# multicycle_control

**multicycle_control: met1 routing**

The bar under the picture is 20 um long.
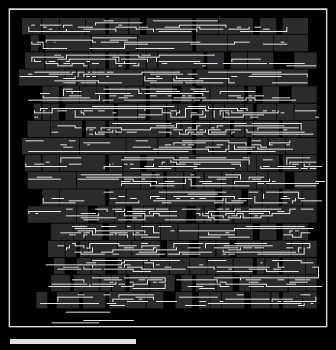
### src/rtl/legv8_pkg.sv
// Shared encodings for the LEGv8 control path: sequencer states, opcode
// match patterns, ALU operation codes and the opcode class type.
package legv8_pkg;

   localparam logic [3:0] S_FETCH   = 4'd0;
   localparam logic [3:0] S_DECODE  = 4'd1;
   localparam logic [3:0] S_EX_R    = 4'd2;
   localparam logic [3:0] S_WB_R    = 4'd3;
   localparam logic [3:0] S_EX_ADDR = 4'd4;
   localparam logic [3:0] S_MEM_RD  = 4'd5;
   localparam logic [3:0] S_WB_LD   = 4'd6;
   localparam logic [3:0] S_MEM_WR  = 4'd7;
   localparam logic [3:0] S_EX_BR   = 4'd8;
   localparam logic [3:0] S_TRAP    = 4'd9;

   // '?' bits are don't-care in the casez match
   localparam logic [10:0] OP_R    = 11'b1??0101?000;
   localparam logic [10:0] OP_LDUR = 11'b11111000010;
   localparam logic [10:0] OP_STUR = 11'b11111000000;
   localparam logic [10:0] OP_CBZ  = 11'b10110100???;
   localparam logic [10:0] OP_NOP  = 11'b00000000000;

   localparam logic [1:0] ALU_ADD   = 2'b00;
   localparam logic [1:0] ALU_PASSB = 2'b01;
   localparam logic [1:0] ALU_FUNCT = 2'b10;

   typedef enum logic [2:0] {
      CLS_NOP = 3'd0,
      CLS_R   = 3'd1,
      CLS_LD  = 3'd2,
      CLS_ST  = 3'd3,
      CLS_CB  = 3'd4,
      CLS_ILL = 3'd5
   } op_class_t;

   function automatic logic is_mem_state(input logic [3:0] st);
      return (st == S_FETCH) || (st == S_MEM_RD) || (st == S_MEM_WR);
   endfunction

endpackage

### src/rtl/opcode_class_decode.sv
// Combinational opcode classifier, shared between the single-cycle and
// multi-cycle control paths.
module opcode_class_decode
   import legv8_pkg::*;
(
   input  logic [10:0] operation,
   output op_class_t   op_class
);

   // Map the 11-bit opcode field to its instruction class
   always_comb begin
      op_class = CLS_ILL;
      casez (operation)
         OP_NOP:  op_class = CLS_NOP;
         OP_LDUR: op_class = CLS_LD;
         OP_STUR: op_class = CLS_ST;
         OP_CBZ:  op_class = CLS_CB;
         OP_R:    op_class = CLS_R;
         default: op_class = CLS_ILL;
      endcase
   end

endmodule

### src/rtl/multicycle_control.sv
// Multi-cycle LEGv8 sequencer: FETCH/DECODE/EXEC/MEM/WB with a mem_ready
// handshake, a per-access wait timeout and a sticky trap on illegal opcodes.
module multicycle_control
   import legv8_pkg::*;
#(
   parameter int MEM_TIMEOUT = 255,
   parameter int TO_W        = 8
) (
   input  logic       clk,
   input  logic       rst_n,
   input  logic [10:0] Operation,
   input  logic       Zero,
   input  logic       mem_ready,
   output logic       Reg2Loc,
   output logic       ALUSrc,
   output logic       MemtoReg,
   output logic       RegWrite,
   output logic       MemRead,
   output logic       MemWrite,
   output logic [1:0] ALUOperation,
   output logic       PCWrite,
   output logic       PCSrc,
   output logic       IRWrite,
   output logic       retire,
   output logic       fault,
   output logic [3:0] state_o
);

   logic [3:0]      state_r;
   logic [3:0]      next_state_s;
   op_class_t       class_s;
   op_class_t       class_r;
   logic [TO_W-1:0] wait_r;
   logic            fault_r;
   logic            mem_state_s;
   logic            timeout_s;

   opcode_class_decode u_decode (
      .operation (Operation),
      .op_class  (class_s)
   );

   assign mem_state_s = is_mem_state(state_r);
   // mem_ready in the timeout cycle wins, so the timeout requires it low
   assign timeout_s   = (MEM_TIMEOUT != 0) && mem_state_s && !mem_ready &&
                        (wait_r == TO_W'(MEM_TIMEOUT));
   assign state_o     = state_r;
   assign fault       = fault_r;

   // Next-state selection
   always_comb begin
      next_state_s = state_r;
      case (state_r)
         S_FETCH: begin
            if (timeout_s)      next_state_s = S_TRAP;
            else if (mem_ready) next_state_s = S_DECODE;
            else                next_state_s = S_FETCH;
         end
         S_DECODE: begin
            case (class_s)
               CLS_R:          next_state_s = S_EX_R;
               CLS_LD, CLS_ST: next_state_s = S_EX_ADDR;
               CLS_CB:         next_state_s = S_EX_BR;
               CLS_NOP:        next_state_s = S_FETCH;
               default:        next_state_s = S_TRAP;
            endcase
         end
         S_EX_R:  next_state_s = S_WB_R;
         S_WB_R:  next_state_s = S_FETCH;
         S_EX_ADDR: begin
            if (class_r == CLS_LD)      next_state_s = S_MEM_RD;
            else if (class_r == CLS_ST) next_state_s = S_MEM_WR;
            else                        next_state_s = S_TRAP;
         end
         S_MEM_RD: begin
            if (timeout_s)      next_state_s = S_TRAP;
            else if (mem_ready) next_state_s = S_WB_LD;
            else                next_state_s = S_MEM_RD;
         end
         S_WB_LD: next_state_s = S_FETCH;
         S_MEM_WR: begin
            if (timeout_s)      next_state_s = S_TRAP;
            else if (mem_ready) next_state_s = S_FETCH;
            else                next_state_s = S_MEM_WR;
         end
         S_EX_BR: next_state_s = S_FETCH;
         S_TRAP:  next_state_s = S_TRAP;
         default: next_state_s = S_TRAP;
      endcase
   end

   // State, latched class, wait counter and sticky fault
   always_ff @(posedge clk) begin
      if (!rst_n) begin
         state_r <= S_FETCH;
         class_r <= CLS_NOP;
         wait_r  <= {TO_W{1'b0}};
         fault_r <= 1'b0;
      end else begin
         state_r <= next_state_s;
         if (state_r == S_DECODE) begin
            class_r <= class_s;
         end
         // Count only while parked in a memory state; any exit clears it
         if (mem_state_s && !mem_ready && (next_state_s == state_r)) begin
            wait_r <= wait_r + TO_W'(1);
         end else begin
            wait_r <= {TO_W{1'b0}};
         end
         if (next_state_s == S_TRAP) begin
            fault_r <= 1'b1;
         end
      end
   end

   // Per-state datapath strobes, forced low while reset is held
   always_comb begin
      Reg2Loc      = 1'b0;
      ALUSrc       = 1'b0;
      MemtoReg     = 1'b0;
      RegWrite     = 1'b0;
      MemRead      = 1'b0;
      MemWrite     = 1'b0;
      ALUOperation = ALU_ADD;
      PCWrite      = 1'b0;
      PCSrc        = 1'b0;
      IRWrite      = 1'b0;
      retire       = 1'b0;
      if (rst_n) begin
         case (state_r)
            S_FETCH: begin
               MemRead = 1'b1;
               IRWrite = mem_ready;
               PCWrite = mem_ready;
            end
            S_DECODE: begin
               Reg2Loc = (class_s == CLS_ST) || (class_s == CLS_CB);
               retire  = (class_s == CLS_NOP);
            end
            S_EX_R: ALUOperation = ALU_FUNCT;
            S_WB_R: begin
               ALUOperation = ALU_FUNCT;
               RegWrite     = 1'b1;
               retire       = 1'b1;
            end
            S_EX_ADDR: ALUSrc = 1'b1;
            S_MEM_RD: begin
               ALUSrc  = 1'b1;
               MemRead = 1'b1;
            end
            S_WB_LD: begin
               MemtoReg = 1'b1;
               RegWrite = 1'b1;
               retire   = 1'b1;
            end
            S_MEM_WR: begin
               Reg2Loc  = 1'b1;
               ALUSrc   = 1'b1;
               MemWrite = 1'b1;
               retire   = mem_ready;
            end
            S_EX_BR: begin
               Reg2Loc      = 1'b1;
               ALUOperation = ALU_PASSB;
               PCSrc        = 1'b1;
               PCWrite      = Zero;
               retire       = 1'b1;
            end
            default: begin
               Reg2Loc = 1'b0;
            end
         endcase
      end else begin
         retire = 1'b0;
      end
   end

endmodule

### config.mk
export PLATFORM = sky130hd
export DESIGN_NAME = multicycle_control
export DESIGN_NICKNAME = d
export VERILOG_FILES = /design/src/rtl/legv8_pkg.sv /design/src/rtl/opcode_class_decode.sv /design/src/rtl/multicycle_control.sv
export SDC_FILE = /design/constraint.sdc
export NUM_CORES = 1
export LEC_CHECK = 0
export CAP_MARGIN = 20
export CORE_UTILIZATION = 43
export CTS_BUF_LIST = sky130_fd_sc_hd__clkbuf_8
export CTS_CLUSTER_SIZE = 8
export DETAILED_ROUTE_END_ITERATION = 16
export HOLD_SLACK_MARGIN = 0.05
export PLACE_DENSITY = 0.89
export SLEW_MARGIN = 15
export SYNTH_ARGS = -nofsm -noshare
export SYNTH_HDL_FRONTEND = slang
export SYNTH_SLANG_ARGS = --single-unit
### constraint.sdc
create_clock -name clk -period 1.7 [get_ports clk]
set_clock_uncertainty 0.05 [all_clocks]
set_input_delay 0.17 -clock clk [delete_from_list [all_inputs] [get_ports clk]]
set_output_delay 0.17 -clock clk [all_outputs]
set_load 0.01 [all_outputs]
==> git commit body <==
Add synthesis and place-and-route results

- The flow ran to the end, but the final reports show violations.
- The final reports fail on setup timing.
- Maximum number of pins on one net before global-route repair: 15
- Per Yosys stat, the portion of area used by sequential elements is 32.1%.
- Last weighted congestion value of the routability-driven placer: 0.882
- In this run the worst path has a maximum fanout of 2.
- Wire length of the first global-routing pass: between 6000 and 7000 um
* Cell types with the highest counts after synthesis: nor2_1 (18), dfxtp_1 (16), nand2_1 (9), a21oi_1 (8), nand3_1 (6)
- Setup repair after global routing missed its margin: yes
* Vias in the first global route: 1420
* Clock group power: 347 uW
- Per the layout area report, the register area comes to around 330 sq um.
- The first detailed-routing pass ran for 5 iterations.
- Looking at the clock tree report, the maximum root-to-sink buffer count equals 2.
* Leakage Power: 0.805 nW
- Across all setup checks in the final design, the least slack found is -0.228 ns.
- Per the finish-stage timing summary, setup violations number 7.
* Post-CTS repair timing setup buffer count: 13
## Picture notes: 'met1 routing' of multicycle_control
nets with wire on the layer: 215
main direction: horizontal
wire length on this layer: 1820 um

## worst max path at each step
stage,start,endpoint,slack [ns],depth (start not counted)
6_report,state_o[0]$_SDFF_PN0_,retire,-0.23,5
5_1_grt,state_o[2]$_SDFF_PN0_,retire,-0.23,7
4_1_cts,state_o[0]$_SDFF_PN0_,retire,-0.20,5
3_5_place_dp,Operation[0],retire,-0.79,7
3_3_place_gp,Operation[0],Reg2Loc,-0.74,6
2_1_floorplan,state_o[2]$_SDFF_PN0_,retire,0.01,5
## critical path, stage by stage (launching register included)
cell and delay (ns):
dfxtp_2 0.36, nor2b_4 0.17, nand2_2 0.08, or4_4 0.50, a31oi_4 0.18, buf_2 0.15
## sequential cells by signal, indices dropped and copies added, names as in the netlist
signal and count:
wait_r 8, state_o 4, class_r 3, fault 1
## area by class of cell
class	instances	area share [%]
Multi-Input combinational cell	104	43.3
Timing Repair Buffer	83	34.1
Sequential cell	16	17.0
Clock buffer	4	2.83
Tap cell	28	1.80
Inverter	5	1.03
## through the flow
stage | hold WS (ns) | area (sq um)
floorplan | 0.256 | 1010
global placement | 0.389 | 1560
detailed placement | 0.409 | 1560
CTS | 0.418 | 1800
global route | 0.458 | 1940
finish | 0.424 | 1940

# max7219_frame_scheduler

**max7219_frame_scheduler: met1 routing**

The bar under the picture is 50 um long.
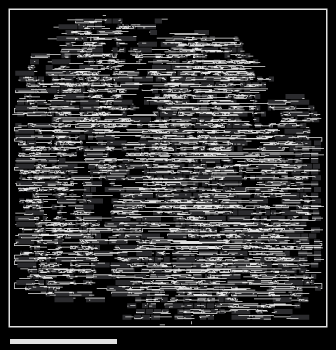
## src/rtl/max7219_frame_scheduler.sv

```systemverilog
// MAX7219 frame scheduler: power-up init list, then dirty-register updates
// over a 16-bit mode-0 SPI link, with optional periodic full-digit refresh.
module max7219_frame_scheduler #(
  parameter int CLK_DIV        = 2,
  parameter int POR_CYCLES     = 50000,
  parameter int CS_GAP         = 4,
  parameter int REFRESH_CYCLES = 0
) (
  input  logic        clock_i,
  input  logic        reset_i,
  input  logic [63:0] digits_i,
  input  logic [3:0]  intensity_i,
  input  logic        blank_i,
  output logic        spi_clk_o,
  output logic        spi_din_o,
  output logic        spi_cs_n_o,
  output logic        busy_o,
  output logic        init_done_o
);

  typedef enum logic [2:0] {
    POR_WAIT, INIT, IDLE, LOAD, SHIFT, GAP
  } state_e;

  localparam logic [31:0] POR_LAST = 32'(POR_CYCLES - 1);
  localparam logic [31:0] DIV_LAST = 32'(CLK_DIV - 1);
  localparam logic [31:0] GAP_LAST = 32'(CS_GAP - 1);

  state_e      state_q, state_d;
  logic [31:0] cnt_q, cnt_d;
  logic [4:0]  half_q, half_d;
  logic        sclk_q, sclk_d;
  logic [15:0] sh_q, sh_d;
  logic        cs_n_q, cs_n_d;
  logic [2:0]  init_idx_q, init_idx_d;
  logic [2:0]  ptr_q, ptr_d;
  logic [7:0]  force_q, force_d;
  logic [63:0] dsh_q, dsh_d;
  logic [3:0]  int_sh_q, int_sh_d;
  logic        blank_sh_q, blank_sh_d;
  logic        init_done_q, init_done_d;

  logic        ref_wrap;
  logic [7:0]  dirty;
  logic        found;
  logic [2:0]  sel;
  logic [2:0]  idx;
  logic [3:0]  addr;
  logic [15:0] init_word;

  if (REFRESH_CYCLES != 0) begin : g_ref
    localparam logic [31:0] REF_LAST = 32'(REFRESH_CYCLES - 1);
    logic [31:0] ref_q;
    always_ff @(posedge clock_i or posedge reset_i) begin
      if (reset_i) begin
        ref_q <= '0;
      end else if (ref_q == REF_LAST) begin
        ref_q <= '0;
      end else begin
        ref_q <= ref_q + 32'd1;
      end
    end
    assign ref_wrap = (ref_q == REF_LAST);
  end else begin : g_noref
    assign ref_wrap = 1'b0;
  end

  always_comb begin
    dirty = '0;
    for (int i = 0; i < 8; i++) begin
      dirty[i] = force_q[i] |
                 (digits_i[8*i +: 8] != dsh_q[8*i +: 8]);
    end
  end

  // Round-robin digit search starting at ptr
  always_comb begin
    found = 1'b0;
    sel   = '0;
    idx   = '0;
    for (int k = 0; k < 8; k++) begin
      idx = ptr_q + 3'(k);
      if (!found && dirty[idx]) begin
        found = 1'b1;
        sel   = idx;
      end
    end
    addr = {1'b0, sel} + 4'd1;
  end

  always_comb begin
    unique case (init_idx_q)
      3'd0:    init_word = 16'h0C00;
      3'd1:    init_word = 16'h0900;
      3'd2:    init_word = 16'h0B07;
      3'd3:    init_word = {12'h0A0, intensity_i};
      3'd4:    init_word = 16'h0F00;
      default: init_word = {12'h0C0, 3'b000, ~blank_i};
    endcase
  end

  always_comb begin
    state_d     = state_q;
    cnt_d       = cnt_q;
    half_d      = half_q;
    sclk_d      = sclk_q;
    sh_d        = sh_q;
    cs_n_d      = cs_n_q;
    init_idx_d  = init_idx_q;
    ptr_d       = ptr_q;
    force_d     = force_q;
    dsh_d       = dsh_q;
    int_sh_d    = int_sh_q;
    blank_sh_d  = blank_sh_q;
    init_done_d = init_done_q;
    unique case (state_q)
      POR_WAIT: begin
        if (cnt_q == POR_LAST) begin
          cnt_d   = '0;
          state_d = INIT;
        end else begin
          cnt_d = cnt_q + 32'd1;
        end
      end
      INIT: begin
        sh_d       = init_word;
        init_idx_d = init_idx_q + 3'd1;
        if (init_idx_q == 3'd3) int_sh_d = intensity_i;
        if (init_idx_q == 3'd5) blank_sh_d = blank_i;
        state_d = LOAD;
        cs_n_d  = 1'b0;
        cnt_d   = '0;
        half_d  = '0;
      end
      IDLE: begin
        if (force_q == 8'h00) init_done_d = 1'b1;
        if (blank_i != blank_sh_q) begin
          sh_d       = {12'h0C0, 3'b000, ~blank_i};
          blank_sh_d = blank_i;
          state_d    = LOAD;
        end else if (intensity_i != int_sh_q) begin
          sh_d     = {12'h0A0, intensity_i};
          int_sh_d = intensity_i;
          state_d  = LOAD;
        end else if (found) begin
          sh_d = {4'h0, addr, digits_i[{sel, 3'b000} +: 8]};
          dsh_d[{sel, 3'b000} +: 8] = digits_i[{sel, 3'b000} +: 8];
          force_d[sel] = 1'b0;
          ptr_d   = sel + 3'd1;
          state_d = LOAD;
        end
        if (state_d == LOAD) begin
          cs_n_d = 1'b0;
          cnt_d  = '0;
          half_d = '0;
        end
      end
      LOAD, SHIFT: begin
        state_d = SHIFT;
        if (cnt_q == DIV_LAST) begin
          cnt_d  = '0;
          sclk_d = ~sclk_q;
          half_d = half_q + 5'd1;
          // Data advances only on the falling SPI clock edge
          if (sclk_q) sh_d = {sh_q[14:0], 1'b0};
          if (half_q == 5'd31) begin
            state_d = GAP;
            cs_n_d  = 1'b1;
          end
        end else begin
          cnt_d = cnt_q + 32'd1;
        end
      end
      GAP: begin
        if (cnt_q == GAP_LAST) begin
          cnt_d   = '0;
          state_d = (init_idx_q < 3'd6) ? INIT : IDLE;
        end else begin
          cnt_d = cnt_q + 32'd1;
        end
      end
      default: state_d = POR_WAIT;
    endcase
    if (ref_wrap) force_d = 8'hFF;
  end

  always_ff @(posedge clock_i or posedge reset_i) begin
    if (reset_i) begin
      state_q     <= POR_WAIT;
      cnt_q       <= '0;
      half_q      <= '0;
      sclk_q      <= 1'b0;
      sh_q        <= '0;
      cs_n_q      <= 1'b1;
      init_idx_q  <= '0;
      ptr_q       <= '0;
      force_q     <= 8'hFF;
      dsh_q       <= '0;
      int_sh_q    <= '0;
      blank_sh_q  <= 1'b0;
      init_done_q <= 1'b0;
    end else begin
      state_q     <= state_d;
      cnt_q       <= cnt_d;
      half_q      <= half_d;
      sclk_q      <= sclk_d;
      sh_q        <= sh_d;
      cs_n_q      <= cs_n_d;
      init_idx_q  <= init_idx_d;
      ptr_q       <= ptr_d;
      force_q     <= force_d;
      dsh_q       <= dsh_d;
      int_sh_q    <= int_sh_d;
      blank_sh_q  <= blank_sh_d;
      init_done_q <= init_done_d;
    end
  end

  assign spi_clk_o   = sclk_q;
  assign spi_din_o   = sh_q[15];
  assign spi_cs_n_o  = cs_n_q;
  assign busy_o      = (state_q != IDLE);
  assign init_done_o = init_done_q;

endmodule

```

## config.mk

```make
export PLATFORM = sky130hd
export DESIGN_NAME = max7219_frame_scheduler
export DESIGN_NICKNAME = d
export VERILOG_FILES = /design/src/rtl/max7219_frame_scheduler.sv
export SDC_FILE = /design/constraint.sdc
export NUM_CORES = 1
export LEC_CHECK = 0
export ABC_CLOCK_PERIOD_IN_PS = 4850
export CORE_MARGIN = 2
export CORE_UTILIZATION = 44
export DETAILED_ROUTE_END_ITERATION = 10
export PLACE_DENSITY = 0.66
export SLEW_MARGIN = 20
export SYNTH_ARGS = -nofsm -noshare
export SYNTH_HDL_FRONTEND = slang
export SYNTH_SLANG_ARGS = --single-unit
```

## constraint.sdc

```tcl
create_clock -name clock_i -period 4.85 [get_ports clock_i]
set_input_delay 0.97 -clock clock_i [delete_from_list [all_inputs] [get_ports clock_i]]
set_output_delay 0.97 -clock clock_i [all_outputs]
set_load 0.01 [all_outputs]
```

==> git commit body <==
Add synthesis and place-and-route results

* Worst IR drop on VDD: between 0.2 and 0.3 mV
- Data on the critical path is required at its endpoint by 5.20 ns.
* Basic-gate share of the synthesized area counting and, or, nand and nor cells: a little under a fifth
- Summed over all failing endpoints, the final setup total negative slack is 0 ns.
- Counting the warning lines in the Yosys log gives 0.
- For this run, the top clock speed supported by timing is 209 MHz.
- Dominant Register Cell: dfrtp_1
- The final layout contains 1291 nets.
* Number of instances on the worst hold path: 2
- Portion of synthesized cell area occupied by the leading cell type: 36.5%
- H-tree level count: 4
- Power attributed to combinational cells: 228 uW
* Crit-path max FO: 8
- For reference, the top cells by area after synthesis are dfrtp_1 (37%), xor2_1 (6.2%), nand2_1 (4.1%).
- Post-CTS repair timing setup buffer count: 16
* Launch point of the worst reg-to-reg path: dsh_q[24]$_DFFE_PP0P_
- Combinational gate area: 5750 sq um
- Switching portion of total power: 24.1%
- Sequential cell area: 3560 sq um
* Power consumed by sequential cells: 1.19 mW
* Overall die height: 148 um
* Met3 Resource Use GR: 4.97%
- Worst-case setup slack after placement: -0.690 ns
- Area post-placement: 11500 sq um
- FA/HA/MAJ Cells, Area Fraction: 2.61%
- CP Launch Type: input port
- Rel. slew slack: 45.2%
- Fraction of area in multi-input gates: 45.1%
* Initial antenna violation count: 2
* First drt pass iteration count: 5
- Main logic family after synthesis: AND-OR/OR-AND gates
* Largest regs: dsh_q: 64 flops, cnt_q: 32 flops, sh_q: 16 flops
* Power share of the sequential group: between 40 and 50%
- The final route contains around 8600 vias.
- Tapcells inserted: 270
- The flow ran to the end, and the final reports show no timing, DRC or antenna violations.
- For the worst-skew pair, the clock arrives at the later sink with an insertion delay of 0.43 ns.
- Leakage Power: 5.53 nW
- Ys async rst share: 100%
- Buffers inserted during clock tree synthesis total 17.
Notes on 'met1 routing' of max7219_frame_scheduler above:
share of all routed wire: 42%
nets with wire on the layer: 1196
longest straight run: 38.2 um

worst max-delay path, cell delays in order:
cell	delay, ns
clkdlybuf4s50_1	0.45
xor2_1	0.17
nor3_2	0.18
buf_4	0.16
nand3_2	0.13
o21a_1	0.26
mux4_2	0.57
o311ai_4	0.27
o22ai_2	0.14
a211o_1	0.33
nand2_4	0.11
ha_4	0.14
ha_4	0.13
inv_2	0.03
or4_4	0.50
or3_4	0.35
buf_8	0.15
o21ai_2	0.11
placed cells by master (no fill, tap or decap), types with 6 or more instances in the layout:
cell               n
a22oi_1           10
nand4_1           27
nor4_1            15
clkdlybuf4s50_1   44
o221ai_2           8
nor2_1            79
clkbuf_16         17
o21ai_1           22
dlygate4sd2_1     12
mux2_2            23
dfstp_2            9
xor2_2             8
a31oi_1            9
buf_4            173
a21boi_0           7
o22ai_1            6
nand3_1           26
mux2i_1           20
ha_1              16
a21oi_1           26
mux4_2            11
nand2b_1          10
nand2_1           96
xnor2_1           29
o21ai_2           10
o2bb2ai_1         33
dfrtp_1          133
dlymetal6s2s_1    18
nor3_1            21
o21ai_0           44
inv_1             15
nor4_4             6
xor2_1            57
and3_1             7
buf_12            12

# ahblite_busmatrix_inputstage_dcode

`src/rtl/ahblite_busmatrix_inputstage_dcode.sv`:
```
// ahblite_busmatrix_inputstage_dcode: D-code master input stage that holds a blocked address phase until the output stage grants it
module ahblite_busmatrix_inputstage_dcode (
    input  logic        HCLK,
    input  logic        HRESETn,
    input  logic        HSEL_I,
    input  logic [31:0] HADDR_I,
    input  logic [1:0]  HTRANS_I,
    input  logic        HWRITE_I,
    input  logic [2:0]  HSIZE_I,
    input  logic [2:0]  HBURST_I,
    input  logic [3:0]  HPROT_I,
    input  logic        HREADY_I,
    output logic        HREADYOUT_O,
    output logic        HRESP_O,
    output logic [31:0] HADDR_O,
    output logic [1:0]  HTRANS_O,
    output logic        HWRITE_O,
    output logic [2:0]  HSIZE_O,
    output logic [2:0]  HBURST_O,
    output logic [3:0]  HPROT_O,
    output logic        REQ_O,
    input  logic        GRANT_I,
    input  logic        HREADY_S,
    input  logic        HRESP_S
);
    typedef enum logic [1:0] {IDLE = 2'd0, PEND = 2'd1, DPHASE = 2'd2} state_t;

    state_t      state_q, state_d;
    logic [31:0] haddr_q;
    logic [1:0]  htrans_q;
    logic        hwrite_q;
    logic [2:0]  hsize_q;
    logic [2:0]  hburst_q;
    logic [3:0]  hprot_q;
    logic        new_xfer, accept, pend, dphase, enter_pend;

    assign new_xfer   = HSEL_I & HTRANS_I[1] & HREADY_I;
    assign accept     = GRANT_I & HREADY_S;
    assign pend       = (state_q == PEND);
    assign dphase     = (state_q == DPHASE);
    assign enter_pend = (state_d == PEND) & ~pend;

    // next-state: a new transfer either goes straight to its data phase or waits in PEND for a grant
    always_comb begin
        state_d = state_q;
        case (state_q)
            IDLE:    state_d = new_xfer ? (accept ? DPHASE : PEND) : IDLE;
            PEND:    state_d = accept ? DPHASE : PEND;
            DPHASE:  state_d = !HREADY_S ? DPHASE : new_xfer ? (accept ? DPHASE : PEND) : IDLE;
            default: state_d = IDLE;
        endcase
    end

    // state register
    always_ff @(posedge HCLK or negedge HRESETn) begin
        if (!HRESETn) state_q <= IDLE;
        else          state_q <= state_d;
    end

    // capture the blocked address phase only on entry to PEND so a later input change cannot corrupt it
    always_ff @(posedge HCLK or negedge HRESETn) begin
        if (!HRESETn) begin
            haddr_q  <= '0;
            htrans_q <= '0;
            hwrite_q <= 1'b0;
            hsize_q  <= '0;
            hburst_q <= '0;
            hprot_q  <= '0;
        end else if (enter_pend) begin
            haddr_q  <= HADDR_I;
            htrans_q <= HTRANS_I;
            hwrite_q <= HWRITE_I;
            hsize_q  <= HSIZE_I;
            hburst_q <= HBURST_I;
            hprot_q  <= HPROT_I;
        end
    end

    // reset gating keeps REQ_O and HTRANS_O quiet even though the master inputs may still be active
    always_comb begin
        HADDR_O     = pend ? haddr_q  : HADDR_I;
        HWRITE_O    = pend ? hwrite_q : HWRITE_I;
        HSIZE_O     = pend ? hsize_q  : HSIZE_I;
        HBURST_O    = pend ? hburst_q : HBURST_I;
        HPROT_O     = pend ? hprot_q  : HPROT_I;
        HTRANS_O    = pend ? htrans_q : (HRESETn & HSEL_I & HREADY_I) ? HTRANS_I : 2'b00;
        REQ_O       = HRESETn & (pend | new_xfer);
        HREADYOUT_O = dphase ? HREADY_S : ~pend;
        HRESP_O     = dphase & HRESP_S;
    end
endmodule

```
`config.mk`:
```
export PLATFORM = sky130hd
export DESIGN_NAME = ahblite_busmatrix_inputstage_dcode
export DESIGN_NICKNAME = d
export VERILOG_FILES = /design/src/rtl/ahblite_busmatrix_inputstage_dcode.sv
export SDC_FILE = /design/constraint.sdc
export NUM_CORES = 1
export LEC_CHECK = 0
export ABC_AREA = 1
export CAP_MARGIN = 0
export CORE_MARGIN = 2
export CORE_UTILIZATION = 30
export CTS_CLUSTER_SIZE = 25
export DETAILED_ROUTE_END_ITERATION = 10
export HOLD_SLACK_MARGIN = 0.03
export PLACE_DENSITY = 0.69
export RECOVER_POWER = 25
export SLEW_MARGIN = 10
export SYNTH_ARGS = -nofsm -noshare
export SYNTH_HDL_FRONTEND = slang
export SYNTH_SLANG_ARGS = --single-unit
```
`constraint.sdc`:
```
create_clock -name HCLK -period 1.3 [get_ports HCLK]
set_clock_uncertainty 0.2 [all_clocks]
set_input_delay 0.13 -clock HCLK [delete_from_list [all_inputs] [get_ports HCLK]]
set_output_delay 0.13 -clock HCLK [all_outputs]
set_load 0.01 [all_outputs]
```
**ahblite_busmatrix_inputstage_dcode: met1 routing**

The bar under the picture is 20 um long.
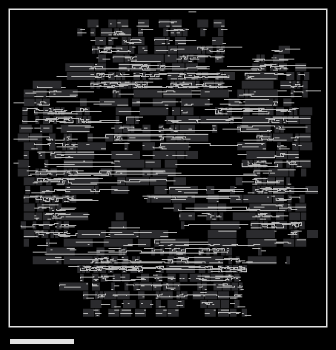
longest straight run: 31.7 um
share of all routed wire: 41%
main direction: horizontal

**ahblite_busmatrix_inputstage_dcode: met2 routing**

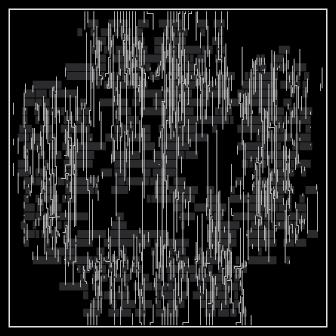
wire length on this layer: 4570 um
longest straight run: 47.3 um
nets with wire on the layer: 460

==> git commit body <==
Add synthesis and place-and-route results

- Entering global routing, the biggest net connects 39 pins.
- Remaining antenna violation count: 0
- Dividing the detail-routed wire length by the instance count gives 14.0 um.
- Violations in the final reports: setup timing
* Number of buffers created by CTS: 5
* Largest stage delay on the critical path: 0.47 ns
* Result of the run: finished with violations
- Per the timing report, the biggest fanout along the worst path comes to 8.
* Vias in the first global route: 2863
* Setup repair after global routing missed its margin: yes
* Top logic cell by instance count in the layout: nand2_1
- Iteration-0 DRC count of the detailed router: 112
- Final setup vio count: 95
- Non-clock buffers in the final layout number 170.
- Setup slack of the critical path after layout: -0.459 ns
* Latest clock arrival within the worst-skew pair: 0.29 ns
- CTS tree: built
* Worst reg-to-reg setup slack: -0.37 ns
- The layout report lists the combined flip-flop and latch area as 1180 sq um.
- Yosys top cell by area: dfrtp_1
- Register clock-pin slew on the reported worst setup and hold paths: about 0.08 ns
* Total of warnings raised by yosys: 0
* Wire length of the first global-routing pass: 13800 um
- Cell Count, Final, Fillers Out: 621
- Routability-driven placement finished with a final weighted congestion of 0.731.
* Unique masters post-synth: 20
- Overall die height: 98.0 um
- Clock group power: 800 uW
* Sequential element share of the synthesized area: 44.4%
- Number of cells on the critical path: 6
**ahblite_busmatrix_inputstage_dcode: the metal 3 layer**

The bar under the picture is 20 um long.
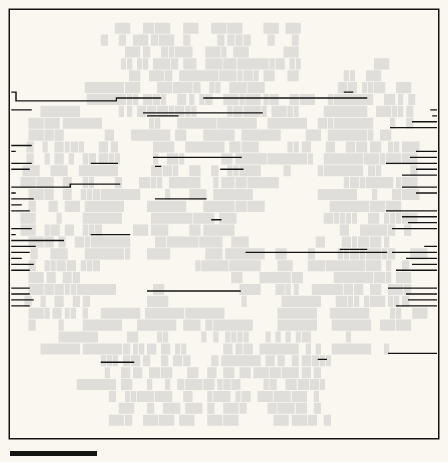
longest straight run: 37.3 um
wire length on this layer: 517 um
share of all routed wire: 5.9%
main direction: horizontal
nets with wire on the layer: 58

## routing by layer
metal	track usage, %	part of all wire, %
met1	21.8	41
met2	31.5	53
met3	3.79	6.0
met4	3.10	0.53
met5	0	0
## flip-flops by register name (all words and copies together), names as in the netlist
register,flops
hsize_q,3
hwrite_q,1
hprot_q,4
state_q,2
hburst_q,3
haddr_q,32
htrans_q,2
## how the worst min path moves through the flow
stage          slack [ns]                      end  cells past startpoint  startpoint
6_report             0.25   haddr_q[3]$_DFFE_PN0P_                      3  HADDR_I[3]
5_1_grt              0.27   haddr_q[3]$_DFFE_PN0P_                      3  HADDR_I[3]
4_1_cts              0.22   haddr_q[6]$_DFFE_PN0P_                      3  HADDR_I[6]
3_5_place_dp        -0.03  htrans_q[1]$_DFFE_PN0P_                      2     HRESETn
3_3_place_gp        -0.04  htrans_q[1]$_DFFE_PN0P_                      2     HRESETn
2_1_floorplan       -0.37   haddr_q[0]$_DFFE_PN0P_                      0     HRESETn
## logic make-up (layout without fill, tap and decap cells)
family / after synthesis / after routing / share of synthesized area (%)
flip-flops: 47 / 47 / 44.4
buffers and inverters: 36 / 182 / 7.22
AND/OR/NAND/NOR: 279 / 279 / 47.3
AND-OR/OR-AND: 5 / 5 / 1.09


==> notes/layouts.md <==
Pictures saved along the way, in no particular order.

Sequential cells grouped by signal name.
Other sequential cells in the stronger gray, the rest of the logic in the fainter gray.
picture 1
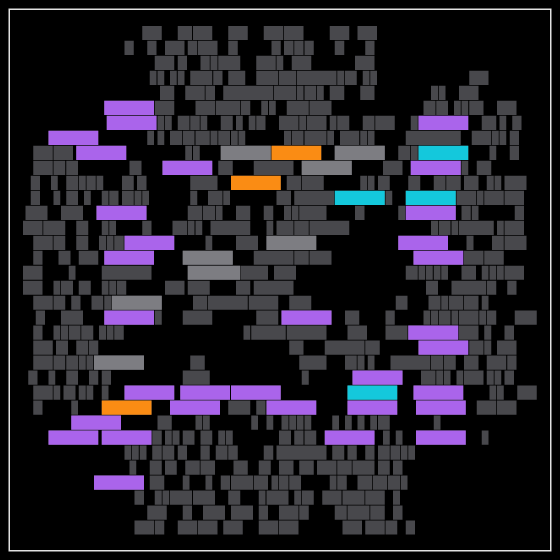
picture 2
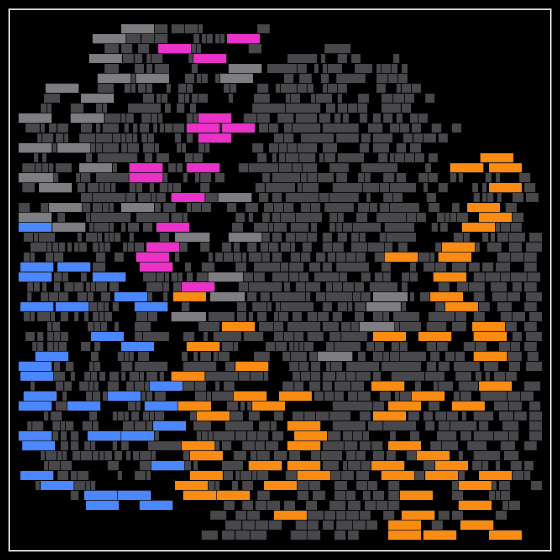
picture 3
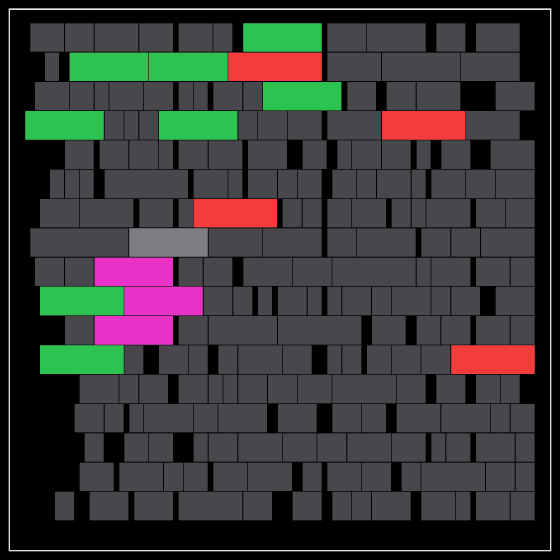
- multicycle_control = picture 3
- ahblite_busmatrix_inputstage_dcode = picture 1
- max7219_frame_scheduler = picture 2
Of these, most cells: picture 2
Of these, most sequential cells: picture 2

Key to picture 1:
legend:
  cyan:
    signal: hprot_q
    flops: 4
  orange:
    signal: hsize_q
    flops: 3
  purple:
    signal: haddr_q
    flops: 32
not colored: 8

No activity file was given, so power comes from the tool's default toggle rates.
